# ---- booth_seq_divider ----
## src/rtl/booth_arith_pkg.sv

```systemverilog
`default_nettype none
// ============================================================================
// Module      : booth_arith_pkg
// Description : Shared types and constants for the Booth arithmetic datapath.
// Revision    : 1.0 - initial release
// ============================================================================
package booth_arith_pkg;

    typedef enum logic [1:0] {
        IDLE = 2'd0,
        CALC = 2'd1,
        FIX  = 2'd2,
        DONE = 2'd3
    } div_state_t;

    localparam int DIV_W_DEFAULT = 4;

    // Counter must hold 0 .. w-1.
    function automatic int div_cnt_w(input int w);
        return (w > 2) ? $clog2(w) : 1;
    endfunction

endpackage
`default_nettype wire

```

## src/rtl/div_addsub_stage.sv

```systemverilog
`default_nettype none
// ============================================================================
// Module      : div_addsub_stage
// Description : One non-restoring step: add or subtract D from the shifted
//               partial remainder, chosen by the pre-shift sign of P.
// Revision    : 1.0 - initial release
// ============================================================================
module div_addsub_stage
    import booth_arith_pkg::*;
#(
    parameter int W = DIV_W_DEFAULT
)
(
    input  logic [W:0] p_shift,
    input  logic [W:0] d,
    input  logic       p_neg,
    output logic [W:0] p_next,
    output logic       q_bit
);

    always_comb begin
        p_next = p_neg ? (p_shift + d) : (p_shift - d);
        q_bit  = ~p_next[W];
    end

endmodule
`default_nettype wire

```

## src/rtl/booth_seq_divider.sv

```systemverilog
`default_nettype none
// ============================================================================
// Module      : booth_seq_divider
// Description : Sequential radix-2 non-restoring divider, one quotient bit per
//               clock, start/done handshake, fixed W+2 cycle latency.
//               Define BOOTH_DIV_SIGNED_EN for two's-complement operands.
// Revision    : 1.0 - initial release
// ============================================================================
module booth_seq_divider
    import booth_arith_pkg::*;
#(
    parameter int W = DIV_W_DEFAULT
)
(
    input  logic         clk,
    input  logic         rst_n,
    input  logic         start,
    input  logic [W-1:0] dividend,
    input  logic [W-1:0] divisor,
    output logic         busy,
    output logic         done,
    output logic [W-1:0] quotient,
    output logic [W-1:0] remainder,
    output logic         div_by_zero,
    output logic         overflow
);

    localparam int             CNT_W = div_cnt_w(W);
    localparam logic [CNT_W-1:0] LAST_ITER = CNT_W'(W - 1);

    div_state_t       state_q, state_d;
    logic [W:0]       p_q, p_d;
    logic [W-1:0]     q_q, q_d;
    logic [W-1:0]     d_q, d_d;
    logic [W-1:0]     dvd_q, dvd_d;
    logic [W-1:0]     dvs_q, dvs_d;
    logic [CNT_W-1:0] iter_q, iter_d;
    logic [W-1:0]     quot_q, quot_d;
    logic [W-1:0]     rem_q, rem_d;
    logic             dbz_q, dbz_d;
    logic             ovf_q, ovf_d;

    logic [W-1:0]     dvd_mag;
    logic [W-1:0]     dvs_mag;
    logic [W:0]       p_shift;
    logic [W:0]       p_next;
    logic             q_bit;
    logic [W-1:0]     p_fix;
    logic [W-1:0]     quo_res;
    logic [W-1:0]     rem_res;
    logic             dbz_res;
    logic             ovf_res;

`ifdef BOOTH_DIV_SIGNED_EN
    localparam logic [W-1:0] MOST_NEG = {1'b1, {(W-1){1'b0}}};

    logic sgn_quo_q, sgn_quo_d;
    logic sgn_rem_q, sgn_rem_d;

    always_comb begin
        dvd_mag = dividend[W-1] ? (-dividend) : dividend;
        dvs_mag = divisor[W-1]  ? (-divisor)  : divisor;
    end
`else
    always_comb begin
        dvd_mag = dividend;
        dvs_mag = divisor;
    end
`endif

    always_comb begin
        p_shift = {p_q[W-1:0], q_q[W-1]};
    end

    div_addsub_stage #(
        .W (W)
    ) u_addsub (
        .p_shift (p_shift),
        .d       ({1'b0, d_q}),
        .p_neg   (p_q[W]),
        .p_next  (p_next),
        .q_bit   (q_bit)
    );

    // Final remainder is non-negative and below 2^W, so W bits suffice.
    always_comb begin
        p_fix   = p_q[W] ? (p_q[W-1:0] + d_q) : p_q[W-1:0];
`ifdef BOOTH_DIV_SIGNED_EN
        quo_res = sgn_quo_q ? (-q_q)   : q_q;
        rem_res = sgn_rem_q ? (-p_fix) : p_fix;
`else
        quo_res = q_q;
        rem_res = p_fix;
`endif
        dbz_res = 1'b0;
        ovf_res = 1'b0;
        if (dvs_q == '0) begin
            quo_res = '1;
            rem_res = dvd_q;
            dbz_res = 1'b1;
        end
`ifdef BOOTH_DIV_SIGNED_EN
        else if ((dvd_q == MOST_NEG) && (dvs_q == '1)) begin
            quo_res = dvd_q;
            rem_res = '0;
            ovf_res = 1'b1;
        end
`endif
    end

    always_comb begin
        state_d = state_q;
        p_d     = p_q;
        q_d     = q_q;
        d_d     = d_q;
        dvd_d   = dvd_q;
        dvs_d   = dvs_q;
        iter_d  = iter_q;
        quot_d  = quot_q;
        rem_d   = rem_q;
        dbz_d   = dbz_q;
        ovf_d   = ovf_q;
`ifdef BOOTH_DIV_SIGNED_EN
        sgn_quo_d = sgn_quo_q;
        sgn_rem_d = sgn_rem_q;
`endif
        case (state_q)
            IDLE: begin
                if (start) begin
                    state_d = CALC;
                    dvd_d   = dividend;
                    dvs_d   = divisor;
                    q_d     = dvd_mag;
                    d_d     = dvs_mag;
                    p_d     = '0;
                    iter_d  = '0;
                    dbz_d   = 1'b0;
                    ovf_d   = 1'b0;
`ifdef BOOTH_DIV_SIGNED_EN
                    sgn_quo_d = dividend[W-1] ^ divisor[W-1];
                    sgn_rem_d = dividend[W-1];
`endif
                end
            end
            CALC: begin
                p_d    = p_next;
                q_d    = {q_q[W-2:0], q_bit};
                iter_d = iter_q + CNT_W'(1);
                if (iter_q == LAST_ITER) begin
                    state_d = FIX;
                end
            end
            FIX: begin
                quot_d  = quo_res;
                rem_d   = rem_res;
                dbz_d   = dbz_res;
                ovf_d   = ovf_res;
                state_d = DONE;
            end
            DONE: begin
                state_d = IDLE;
            end
            default: begin
                state_d = IDLE;
            end
        endcase
    end

    always_ff @(posedge clk or negedge rst_n) begin
        if (!rst_n) begin
            state_q <= IDLE;
            p_q     <= '0;
            q_q     <= '0;
            d_q     <= '0;
            dvd_q   <= '0;
            dvs_q   <= '0;
            iter_q  <= '0;
            quot_q  <= '0;
            rem_q   <= '0;
            dbz_q   <= 1'b0;
            ovf_q   <= 1'b0;
`ifdef BOOTH_DIV_SIGNED_EN
            sgn_quo_q <= 1'b0;
            sgn_rem_q <= 1'b0;
`endif
        end else begin
            state_q <= state_d;
            p_q     <= p_d;
            q_q     <= q_d;
            d_q     <= d_d;
            dvd_q   <= dvd_d;
            dvs_q   <= dvs_d;
            iter_q  <= iter_d;
            quot_q  <= quot_d;
            rem_q   <= rem_d;
            dbz_q   <= dbz_d;
            ovf_q   <= ovf_d;
`ifdef BOOTH_DIV_SIGNED_EN
            sgn_quo_q <= sgn_quo_d;
            sgn_rem_q <= sgn_rem_d;
`endif
        end
    end

    always_comb begin
        busy        = (state_q == CALC) || (state_q == FIX);
        done        = (state_q == DONE);
        quotient    = quot_q;
        remainder   = rem_q;
        div_by_zero = dbz_q;
        overflow    = ovf_q;
    end

endmodule
`default_nettype wire

```

## config.mk

```make
export PLATFORM = sky130hd
export DESIGN_NAME = booth_seq_divider
export DESIGN_NICKNAME = d
export VERILOG_FILES = /design/src/rtl/booth_arith_pkg.sv /design/src/rtl/div_addsub_stage.sv /design/src/rtl/booth_seq_divider.sv
export SDC_FILE = /design/constraint.sdc
export NUM_CORES = 1
export LEC_CHECK = 0
export CORE_AREA = 4 4 80 82
export DETAILED_ROUTE_END_ITERATION = 6
export DIE_AREA = 0 0 84 86
export SKIP_CTS_REPAIR_TIMING = 1
export SLEW_MARGIN = 15
export SYNTH_ARGS = -nofsm -noshare
export SYNTH_HDL_FRONTEND = slang
export SYNTH_HIERARCHICAL = 1
export SYNTH_SLANG_ARGS = --single-unit
```

## constraint.sdc

```tcl
create_clock -name clk -period 3 [get_ports clk]
set_input_delay 0.3 -clock clk [delete_from_list [all_inputs] [get_ports clk]]
set_output_delay 0.3 -clock clk [all_outputs]
set_load 0.005 [all_outputs]
```

Figure 1. Routed metal per tile (booth_seq_divider).
Drawn at 4 px/um. The die is cut into 17 by 17 equal tiles; dark blue is low, red is high, scaled to the fullest tile. Values are wire area over tile area, all layers added.
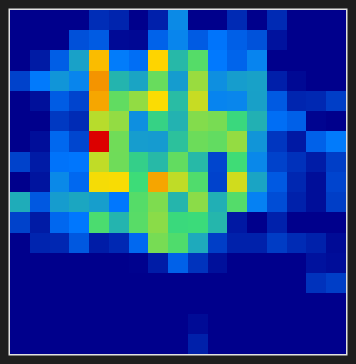
The densest ninth of the die: centre. 14% of the tiles are over half the peak. The emptiest ninth of the die: south-west. The mean over all tiles is 0.075. The fullest tile reaches 0.41.
Avg WL per Cell: 13.4 um
GRT Util Overall: 10.4%
wirelength, routed: 3500 um
detailed-route via count: 1208

==> flow_metrics.py <==
# Metrics from the implementation run
metrics = {
    "clock_tree": {
        "root_buffer": "clkbuf_8",
        "clock_sink_count": 30,
        "cts.path.max_buffers": 2,
    },
    "pwr": {
        "power_density_nw_per_um2": 1190,
        "p_seq_uw": 800,
    },
    "logic_synthesis": {
        "complex_gate_fraction_of_the_synthesized_area_pct": 18.7,
        "synthDistinctLibCells": 42,
        "top_cell_area_share_pct": 43.3,
        "synth_dominant_cell_count": "dfrtp_1",
        "ys_ff": 30,
        "synth.yosys.num_cells": 159,
        "post_synth_main_area_contributors": "dfrtp_1 43%, ha_1 10%, mux2_2 4.5%, a21oi_1 3.8%, a22o_1 3.0%",
    },
    "floorplan": {
        "floorplan_die_area_um2": 7220,
        "initCoreUtil_pct": 30.2,
    },
    "critical_path": {
        "crit_path_end": "p_q[4]",
        "cp_data_required_time_ps": 3170,
        "crit_path_start": "dvs_q[0]",
        "cp-start-kind": "register",
    },
    "final_layout": {
        "comb_area_share_pct": 42.9,
        "buffer_area_share_pct": 10.2,
        "buffers": 22,
        "ff_latch_area_um2": 751,
    },
    "job": {
        "cap_viol_max_count": 0,
    },
    "timing": {
        "setup_tns_ps": 0,
        "final.period_utilization_pct": 86.6,
    },
    "run_status": {
        "outcome": "completed",
    },
    "grt": {
        "grt_antenna_before_repair": 0,
    },
}
worst max-delay path: stages (launching register included):
cell and delay, ps:
dfrtp_1 490, inv_1 80, ha_1 300, mux2_2 290
fa_1 440, a21o_1 200, a21oi_1 220, xor3_1 250
a22o_1 220
sequential cells by signal, indices dropped and copies added, names as in the netlist:
signal	cells
div_by_zero	1
dvd_q	4
dvs_q	4
iter_q	2
p_q	5
q_q	4
quotient	4
remainder	4
state_q	2

# ---- mdu_sequencer ----
[src/rtl/mdu_pkg.sv]
// Shared definitions for the multiply/divide sequencer: FSM states, flag bit
// positions (matching the control unit) and the MDU opsel codes.
package mdu_pkg;

    typedef enum logic [1:0] {
        S_IDLE = 2'd0,
        S_BUSY = 2'd1,
        S_DONE = 2'd2
    } state_t;

    typedef enum logic [1:0] {
        K_MUL = 2'd0,
        K_DIV = 2'd1,
        K_MOD = 2'd2
    } kind_t;

    localparam int FLAG_ZF = 3;
    localparam int FLAG_NF = 2;
    localparam int FLAG_CF = 1;
    localparam int FLAG_OF = 0;

    localparam logic [4:0] MDU_OP_MUL = 5'd12;
    localparam logic [4:0] MDU_OP_DIV = 5'd13;
    localparam logic [4:0] MDU_OP_MOD = 5'd14;

    function automatic logic [3:0] pack_flags(input logic zf, input logic nf,
                                              input logic cf, input logic of);
        logic [3:0] f;
        f          = '0;
        f[FLAG_ZF] = zf;
        f[FLAG_NF] = nf;
        f[FLAG_CF] = cf;
        f[FLAG_OF] = of;
        return f;
    endfunction

endpackage

[src/rtl/mdu_iter_core.sv]
// Iteration datapath: shift-add multiply and restoring divide run side by side,
// one step per `step`; next-step values are exposed so the final step can be registered.
module mdu_iter_core #(
    parameter int WIDTH = 16
) (
    input  logic                 clk,
    input  logic                 rst,
    input  logic                 load,
    input  logic                 step,
    input  logic [WIDTH-1:0]     a,
    input  logic [WIDTH-1:0]     b,
    output logic [2*WIDTH-1:0]   prod_nxt,
    output logic [WIDTH-1:0]     quo_nxt,
    output logic [WIDTH-1:0]     rem_nxt,
    output logic                 mul_exhausted
);

    logic [2*WIDTH-1:0] mcand;
    logic [2*WIDTH-1:0] acc;
    logic [WIDTH-1:0]   mplier;
    logic [WIDTH-1:0]   quo;
    logic [WIDTH-1:0]   rem;
    logic [WIDTH-1:0]   divisor;
    logic [WIDTH:0]     trial;
    logic               ge;

    always_comb begin
        prod_nxt      = acc + (mplier[0] ? mcand : '0);
        // after this step no multiplier bits remain, so the product is final
        mul_exhausted = (mplier[WIDTH-1:1] == '0);
        trial         = {rem, quo[WIDTH-1]};
        ge            = (trial >= {1'b0, divisor});
        // remainder stays below divisor, so the W-bit difference never wraps
        rem_nxt       = ge ? (trial[WIDTH-1:0] - divisor) : trial[WIDTH-1:0];
        quo_nxt       = {quo[WIDTH-2:0], ge};
    end

    always_ff @(posedge clk or posedge rst) begin
        if (rst) begin
            mcand   <= '0;
            acc     <= '0;
            mplier  <= '0;
            quo     <= '0;
            rem     <= '0;
            divisor <= '0;
        end else if (load) begin
            mcand   <= {{WIDTH{1'b0}}, a};
            acc     <= '0;
            mplier  <= b;
            quo     <= a;
            rem     <= '0;
            divisor <= b;
        end else if (step) begin
            acc    <= prod_nxt;
            mcand  <= {mcand[2*WIDTH-2:0], 1'b0};
            mplier <= {1'b0, mplier[WIDTH-1:1]};
            quo    <= quo_nxt;
            rem    <= rem_nxt;
        end
    end

endmodule

[src/rtl/mdu_sequencer.sv]
// Multi-cycle MUL/DIV/MOD sequencer; holds ready low while an op iterates.
// Optional build macro MDU_EARLY_EXIT_EN lets MUL finish once the multiplier is exhausted.
module mdu_sequencer
    import mdu_pkg::*;
#(
    parameter int         WIDTH  = 16,
    parameter logic [4:0] OP_MUL = MDU_OP_MUL,
    parameter logic [4:0] OP_DIV = MDU_OP_DIV,
    parameter logic [4:0] OP_MOD = MDU_OP_MOD
) (
    input  logic             clk,
    input  logic             rst,
    input  logic [4:0]       opsel,
    input  logic [WIDTH-1:0] src_a,
    input  logic [WIDTH-1:0] src_b,
    output logic             ready,
    output logic             mdu_active,
    output logic [WIDTH-1:0] result,
    output logic [3:0]       mdu_flags,
    output logic             div_zero
);

    localparam int CW = $clog2(WIDTH);
`ifdef MDU_EARLY_EXIT_EN
    localparam logic EARLY = 1'b1;
`else
    localparam logic EARLY = 1'b0;
`endif

    state_t             state;
    kind_t              kind;
    logic [CW-1:0]      count;
    logic               load;
    logic               step;
    logic               last;
    logic               div_req;
    logic               fin_hi;
    logic               mul_exhausted;
    logic [2*WIDTH-1:0] prod_nxt;
    logic [WIDTH-1:0]   quo_nxt;
    logic [WIDTH-1:0]   rem_nxt;
    logic [WIDTH-1:0]   fin_res;
    logic [WIDTH-1:0]   dz_res;

    assign mdu_active = (opsel == OP_MUL) || (opsel == OP_DIV) || (opsel == OP_MOD);
    assign ready      = (state == S_DONE) || ((state == S_IDLE) && !mdu_active);
    assign load       = (state == S_IDLE) && mdu_active;
    assign step       = (state == S_BUSY);

    mdu_iter_core #(.WIDTH(WIDTH)) u_core (
        .clk           (clk),
        .rst           (rst),
        .load          (load),
        .step          (step),
        .a             (src_a),
        .b             (src_b),
        .prod_nxt      (prod_nxt),
        .quo_nxt       (quo_nxt),
        .rem_nxt       (rem_nxt),
        .mul_exhausted (mul_exhausted)
    );

    always_comb begin
        div_req = (opsel == OP_DIV) || (opsel == OP_MOD);
        dz_res  = (opsel == OP_DIV) ? {WIDTH{1'b1}} : src_a;
        case (kind)
            K_MUL:   fin_res = prod_nxt[WIDTH-1:0];
            K_DIV:   fin_res = quo_nxt;
            default: fin_res = rem_nxt;
        endcase
        fin_hi = (kind == K_MUL) && (|prod_nxt[2*WIDTH-1:WIDTH]);
        last   = (count == CW'(WIDTH - 1)) || (EARLY && (kind == K_MUL) && mul_exhausted);
    end

    always_ff @(posedge clk or posedge rst) begin
        if (rst) begin
            state     <= S_IDLE;
            kind      <= K_MUL;
            count     <= '0;
            result    <= '0;
            mdu_flags <= '0;
            div_zero  <= 1'b0;
        end else begin
            case (state)
                S_IDLE: begin
                    if (mdu_active) begin
                        count <= '0;
                        kind  <= (opsel == OP_MUL) ? K_MUL : ((opsel == OP_DIV) ? K_DIV : K_MOD);
                        if (div_req && (src_b == '0)) begin
                            state     <= S_DONE;
                            div_zero  <= 1'b1;
                            result    <= dz_res;
                            mdu_flags <= pack_flags(dz_res == '0, dz_res[WIDTH-1], 1'b0, 1'b1);
                        end else begin
                            state    <= S_BUSY;
                            div_zero <= 1'b0;
                        end
                    end
                end
                S_BUSY: begin
                    count <= count + 1'b1;
                    if (last) begin
                        state     <= S_DONE;
                        result    <= fin_res;
                        mdu_flags <= pack_flags(fin_res == '0, fin_res[WIDTH-1], fin_hi, fin_hi);
                    end
                end
                S_DONE:  state <= S_IDLE;
                default: state <= S_IDLE;
            endcase
        end
    end

endmodule

[config.mk]
export PLATFORM = sky130hd
export DESIGN_NAME = mdu_sequencer
export DESIGN_NICKNAME = d
export VERILOG_FILES = /design/src/rtl/mdu_pkg.sv /design/src/rtl/mdu_iter_core.sv /design/src/rtl/mdu_sequencer.sv
export SDC_FILE = /design/constraint.sdc
export NUM_CORES = 1
export LEC_CHECK = 0
export ABC_AREA = 1
export CAP_MARGIN = 30
export CORE_ASPECT_RATIO = 0.6
export CORE_MARGIN = 4
export CORE_UTILIZATION = 50
export DETAILED_ROUTE_END_ITERATION = 12
export PLACE_DENSITY_LB_ADDON = 0.1
export SYNTH_ARGS = -nofsm -noshare
export SYNTH_HDL_FRONTEND = slang
export SYNTH_SLANG_ARGS = --single-unit
[constraint.sdc]
create_clock -name clk -period 5.2 [get_ports clk]
set_input_delay 1.04 -clock clk [delete_from_list [all_inputs] [get_ports clk]]
set_output_delay 1.04 -clock clk [all_outputs]
set_load 0.02 [all_outputs]
Figure 2. Signal wires on met2 (mdu_sequencer).
Drawn at 3 px/um. Cells faint in the background.
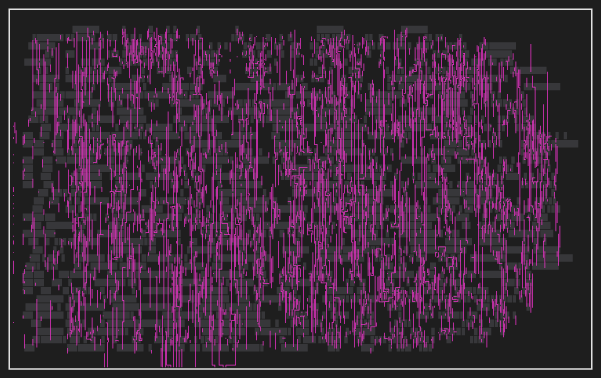
The wires run mostly vertical. 1276 nets have wire on it. The layer holds 33% of the routed length. The longest straight run is 37.9 um.

Figure 3. Met3 routing (mdu_sequencer).
Drawn at 3 px/um. Cells faint in the background.
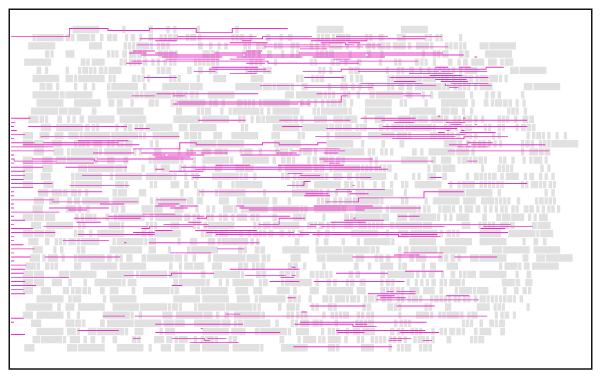
The layer carries 4910 um of wire. The longest straight run is 117 um.

Figure 4. I/O pins on the die edge (mdu_sequencer).
Drawn at 3 px/um. Pins as bars across the die edge, other pins in grey.
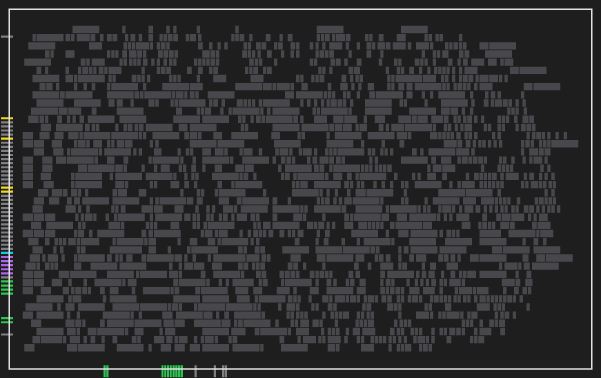
`src_b`: drawn in green, pins 16, direction input, edge 10 south, 6 west. `mdu_flags`: drawn in yellow, pins 4, direction output, edge west. `opsel`: drawn in purple, pins 5, direction input, edge west. `mdu_active`: drawn in cyan, pins 1, direction output, edge west.
PortBufs: 61
Die Y: 119 um

==> flow_metrics.py <==
# Metrics from the implementation run
metrics = {
    "pwr": {
        "finalPower_mw": 7.73,
        "power_density_nw_per_um2": 657,
        "power.share.switching_pct": 50.2,
    },
    "clock_tree": {
        "clock_sink_count": 156,
        "cts_hold_buffers": 0,
    },
    "logic_synthesis": {
        "synthArstFlopShare_pct": 100,
        "mean_instance_size_in_the_synthesized_netlist_um2": 7.07,
        "synth-area-yosys_um2": 10300,
        "synth.yosys.num_cells": 1463,
        "synth-simple-area-share_pct": 28.0,
        "top_cell_area_share_pct": 37.8,
    },
    "critical_path": {
        "cp_slowest_cell": "clkdlybuf4s50_1",
        "cp_data_required_time_ps": 4160,
        "cpMostUsedCell": "clkdlybuf4s50_1",
    },
    "job": {
        "cap_viol_max_count": 0,
    },
    "worst_hold_path": {
        "worst_hold_path.endpoint": "u_core.mcand[31]",
        "whs_path_depth": 2,
    },
    "route": {
        "dr_wl_met3_um": 4910,
        "dr_wl_met2_um": 11100,
    },
    "final_layout": {
        "final_core_utilization_pct": 58.3,
        "area.growth.synth_to_final_pct": 13.7,
    },
    "timing": {
        "finClkSkew_ps": 17.6,
    },
    "run_status": {
        "outcome": "completed",
    },
}
cell type report:
type | count | area [um2]
fill | 1950 | 8410
timing repair buffer | 70 | 691
clock buffer | 18 | 439
sequential | 156 | 3900
tap | 273 | 342
clock inverter | 14 | 158
multi-input combinational | 995 | 5230
inverter | 263 | 991
sequential cells by signal, summed over array words and instances, names as in the netlist:
register and count:
mdu_flags 4, count 4, u_core.mcand 32, u_core.divisor 16, u_core.quo 16, u_core.rem 16
state 2, result 15, kind 2, div_zero 1, u_core.acc 32, u_core.mplier 16

# ---- demux_memoria_valid ----
`src/rtl/demux_memoria_valid.sv`:
```
// Registered 1-to-2 demux placed after the 2x1 mux-with-memory; routes each valid word to lane 0 or 1.
// Optional per-lane saturating word counters (cnt0/cnt1) are enabled by defining DEMUX_CNT_EN.
module demux_memoria_valid #(
  parameter int BW = 2
) (
  input  logic          clk,
  input  logic          reset_L,
  input  logic [BW-1:0] data_in,
  input  logic          valid_in,
  input  logic          auto_sel,
  input  logic          selector,
  output logic [BW-1:0] data_out0,
  output logic [BW-1:0] data_out1,
  output logic          valid_out0,
  output logic          valid_out1,
  output logic          next_lane
`ifdef DEMUX_CNT_EN
  ,
  output logic [7:0]    cnt0,
  output logic [7:0]    cnt1
`endif
);

  typedef enum logic {
    LANE0 = 1'b0,
    LANE1 = 1'b1
  } lane_e;

  lane_e state, state_nxt;
  logic  lane;
  logic  wr0, wr1;

  always_ff @(posedge clk) begin
    if (!reset_L) state <= LANE0;
    else          state <= state_nxt;
  end

  // Next state always points at the lane opposite to the one just used, in either mode.
  always_comb begin
    state_nxt = state;
    wr0       = 1'b0;
    wr1       = 1'b0;
    lane      = auto_sel ? (state == LANE1) : selector;
    if (valid_in) begin
      state_nxt = lane ? LANE0 : LANE1;
      wr0       = ~lane;
      wr1       = lane;
    end
  end

  assign next_lane = (state == LANE1);

  always_ff @(posedge clk) begin
    if (!reset_L) begin
      data_out0  <= '0;
      data_out1  <= '0;
      valid_out0 <= 1'b0;
      valid_out1 <= 1'b0;
    end else begin
      valid_out0 <= wr0;
      valid_out1 <= wr1;
      if (wr0) data_out0 <= data_in;
      if (wr1) data_out1 <= data_in;
    end
  end

`ifdef DEMUX_CNT_EN
  // Counters stop at 255 rather than wrapping.
  always_ff @(posedge clk) begin
    if (!reset_L) begin
      cnt0 <= 8'd0;
      cnt1 <= 8'd0;
    end else begin
      if (wr0 && (cnt0 != 8'hFF)) cnt0 <= cnt0 + 8'd1;
      if (wr1 && (cnt1 != 8'hFF)) cnt1 <= cnt1 + 8'd1;
    end
  end
`endif

endmodule

```
`config.mk`:
```
export PLATFORM = sky130hd
export DESIGN_NAME = demux_memoria_valid
export DESIGN_NICKNAME = d
export VERILOG_FILES = /design/src/rtl/demux_memoria_valid.sv
export SDC_FILE = /design/constraint.sdc
export NUM_CORES = 1
export LEC_CHECK = 0
export ABC_AREA = 1
export CORE_AREA = 2 2 39 41
export CTS_CLUSTER_DIAMETER = 60
export DETAILED_ROUTE_END_ITERATION = 6
export DIE_AREA = 0 0 41 43
export PLACE_DENSITY = 0.62
export REMOVE_ABC_BUFFERS = 1
export SYNTH_ARGS = -nofsm -noshare
export SYNTH_HDL_FRONTEND = slang
export SYNTH_SLANG_ARGS = --single-unit
```
`constraint.sdc`:
```
create_clock -name clk -period 0.9 [get_ports clk]
set_clock_uncertainty 0.15 [all_clocks]
set_input_delay 0.225 -clock clk [delete_from_list [all_inputs] [get_ports clk]]
set_output_delay 0.225 -clock clk [all_outputs]
set_load 0.1 [all_outputs]
```
Figure 5. Routed metal per tile (demux_memoria_valid).
Drawn at 8 px/um. The die is cut into 8 by 9 equal tiles; dark blue is low, red is high, scaled to the fullest tile. Values are wire area over tile area, all layers added.
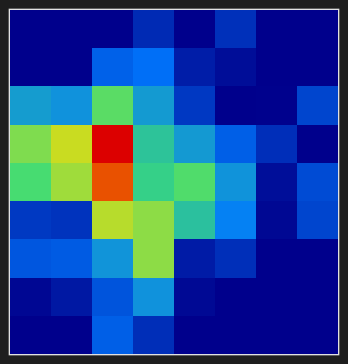
The fullest tile reaches 0.30. 15% of the tiles are over half the peak. The mean over all tiles is 0.059. The emptiest ninth of the die: south-east. 38% of the tiles are nearly empty.

==> flow_metrics.py <==
# Metrics from the implementation run
metrics = {
    "worst_hold_path": {
        "worst_hold_path.endpoint": "valid_out0",
        "origin_of_the_worst_min_delay_path": "selector",
        "whs_path_depth": 4,
    },
    "final_layout": {
        "buffers": 17,
        "seq_cell_count": 7,
        "clkCellAreaFrac_pct": 4.27,
    },
    "grt": {
        "globalRoute.busiestLayer": "met2",
    },
    "logic_synthesis": {
        "top_cell_area_share_pct": 47.1,
        "synthDistinctLibCells": 12,
        "number_of_synthesis_warnings": 0,
        "synth_area_in_adders_pct": 0,
        "number_of_synthesized_flops_with_an_enable_pin": 0,
        "ys_ff": 7,
        "post_synth_main_area_contributors": "dfxtp_1 47%, inv_1 10%, nand2_1 8.8%, nand4_1 8.4%, nand2_2 6.3%",
    },
    "timing": {
        "setup_viol": 14,
        "postLayoutSetupSlackWorst_ps": -306,
        "final.period_utilization_pct": 134,
    },
    "placement": {
        "detailed_place_hpwl_um": 419,
    },
    "route": {
        "initialDrtViolationCount": 1,
        "routedWlPerCell_um": 8.49,
        "m1WireLength_um": 249,
    },
    "clock_tree": {
        "post-cts-setup-buffer-count": 1,
        "clock_sink_count": 7,
    },
    "job": {
        "log.warning_count": 27,
    },
    "run_status": {
        "outcome": "complete, but fails checks",
        "failed_checks": "negative setup slack",
    },
    "critical_path": {
        "regToRegSetupSlack_ps": -170,
        "worstPathMaxFanout": 2,
    },
}
registers in the layout (all words and copies together) (netlist names):
| name | cells |
|---|---|
| data_out0 | 2 |
| data_out1 | 2 |
| next_lane | 1 |
| valid_out0 | 1 |
| valid_out1 | 1 |
where the power goes:
group	total (mW)	leakage, nW	internal [mW]	switching (mW)
clock network	0.283	0.0150	0.169	0.114
registers	0.350	0.0605	0.333	0.0174
logic	0.350	0.222	0.134	0.216
total	0.983	0.298	0.636	0.347
worst max-delay path: cells and delay by family (launching register included):
kind	cells	cell delay, ps
buf+inv	2	260
flops	1	320


==> notes/layouts.md <==
Pictures saved along the way, in no particular order.

Routing congestion map.
image #1
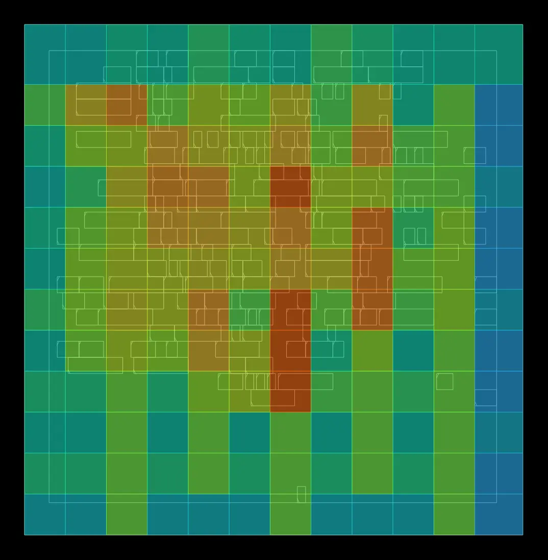
image #2
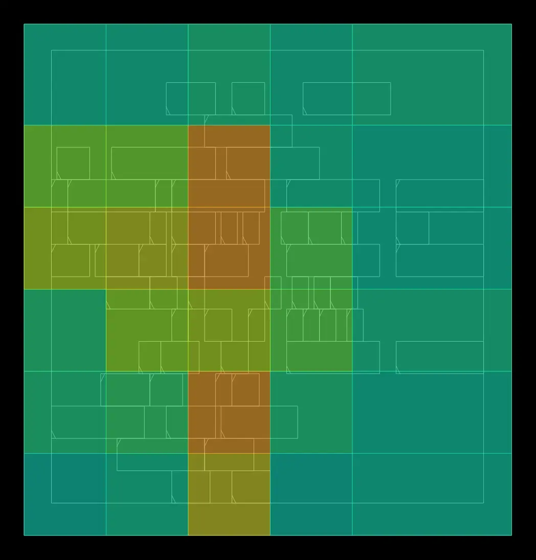
image #3
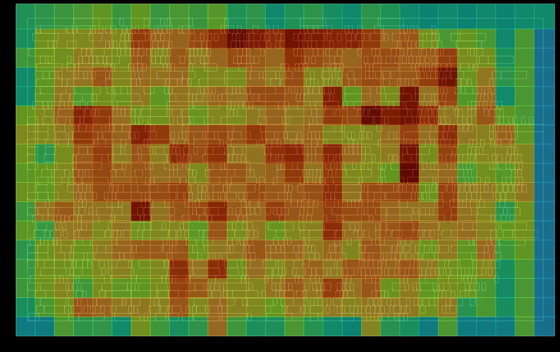
mdu_sequencer -> image #3
demux_memoria_valid -> image #2
booth_seq_divider -> image #1
The one with the least wire per cell is image #2.
The one with the lowest track usage is image #2.

Power figures rest on the tool's default switching activity, not on a simulated workload.
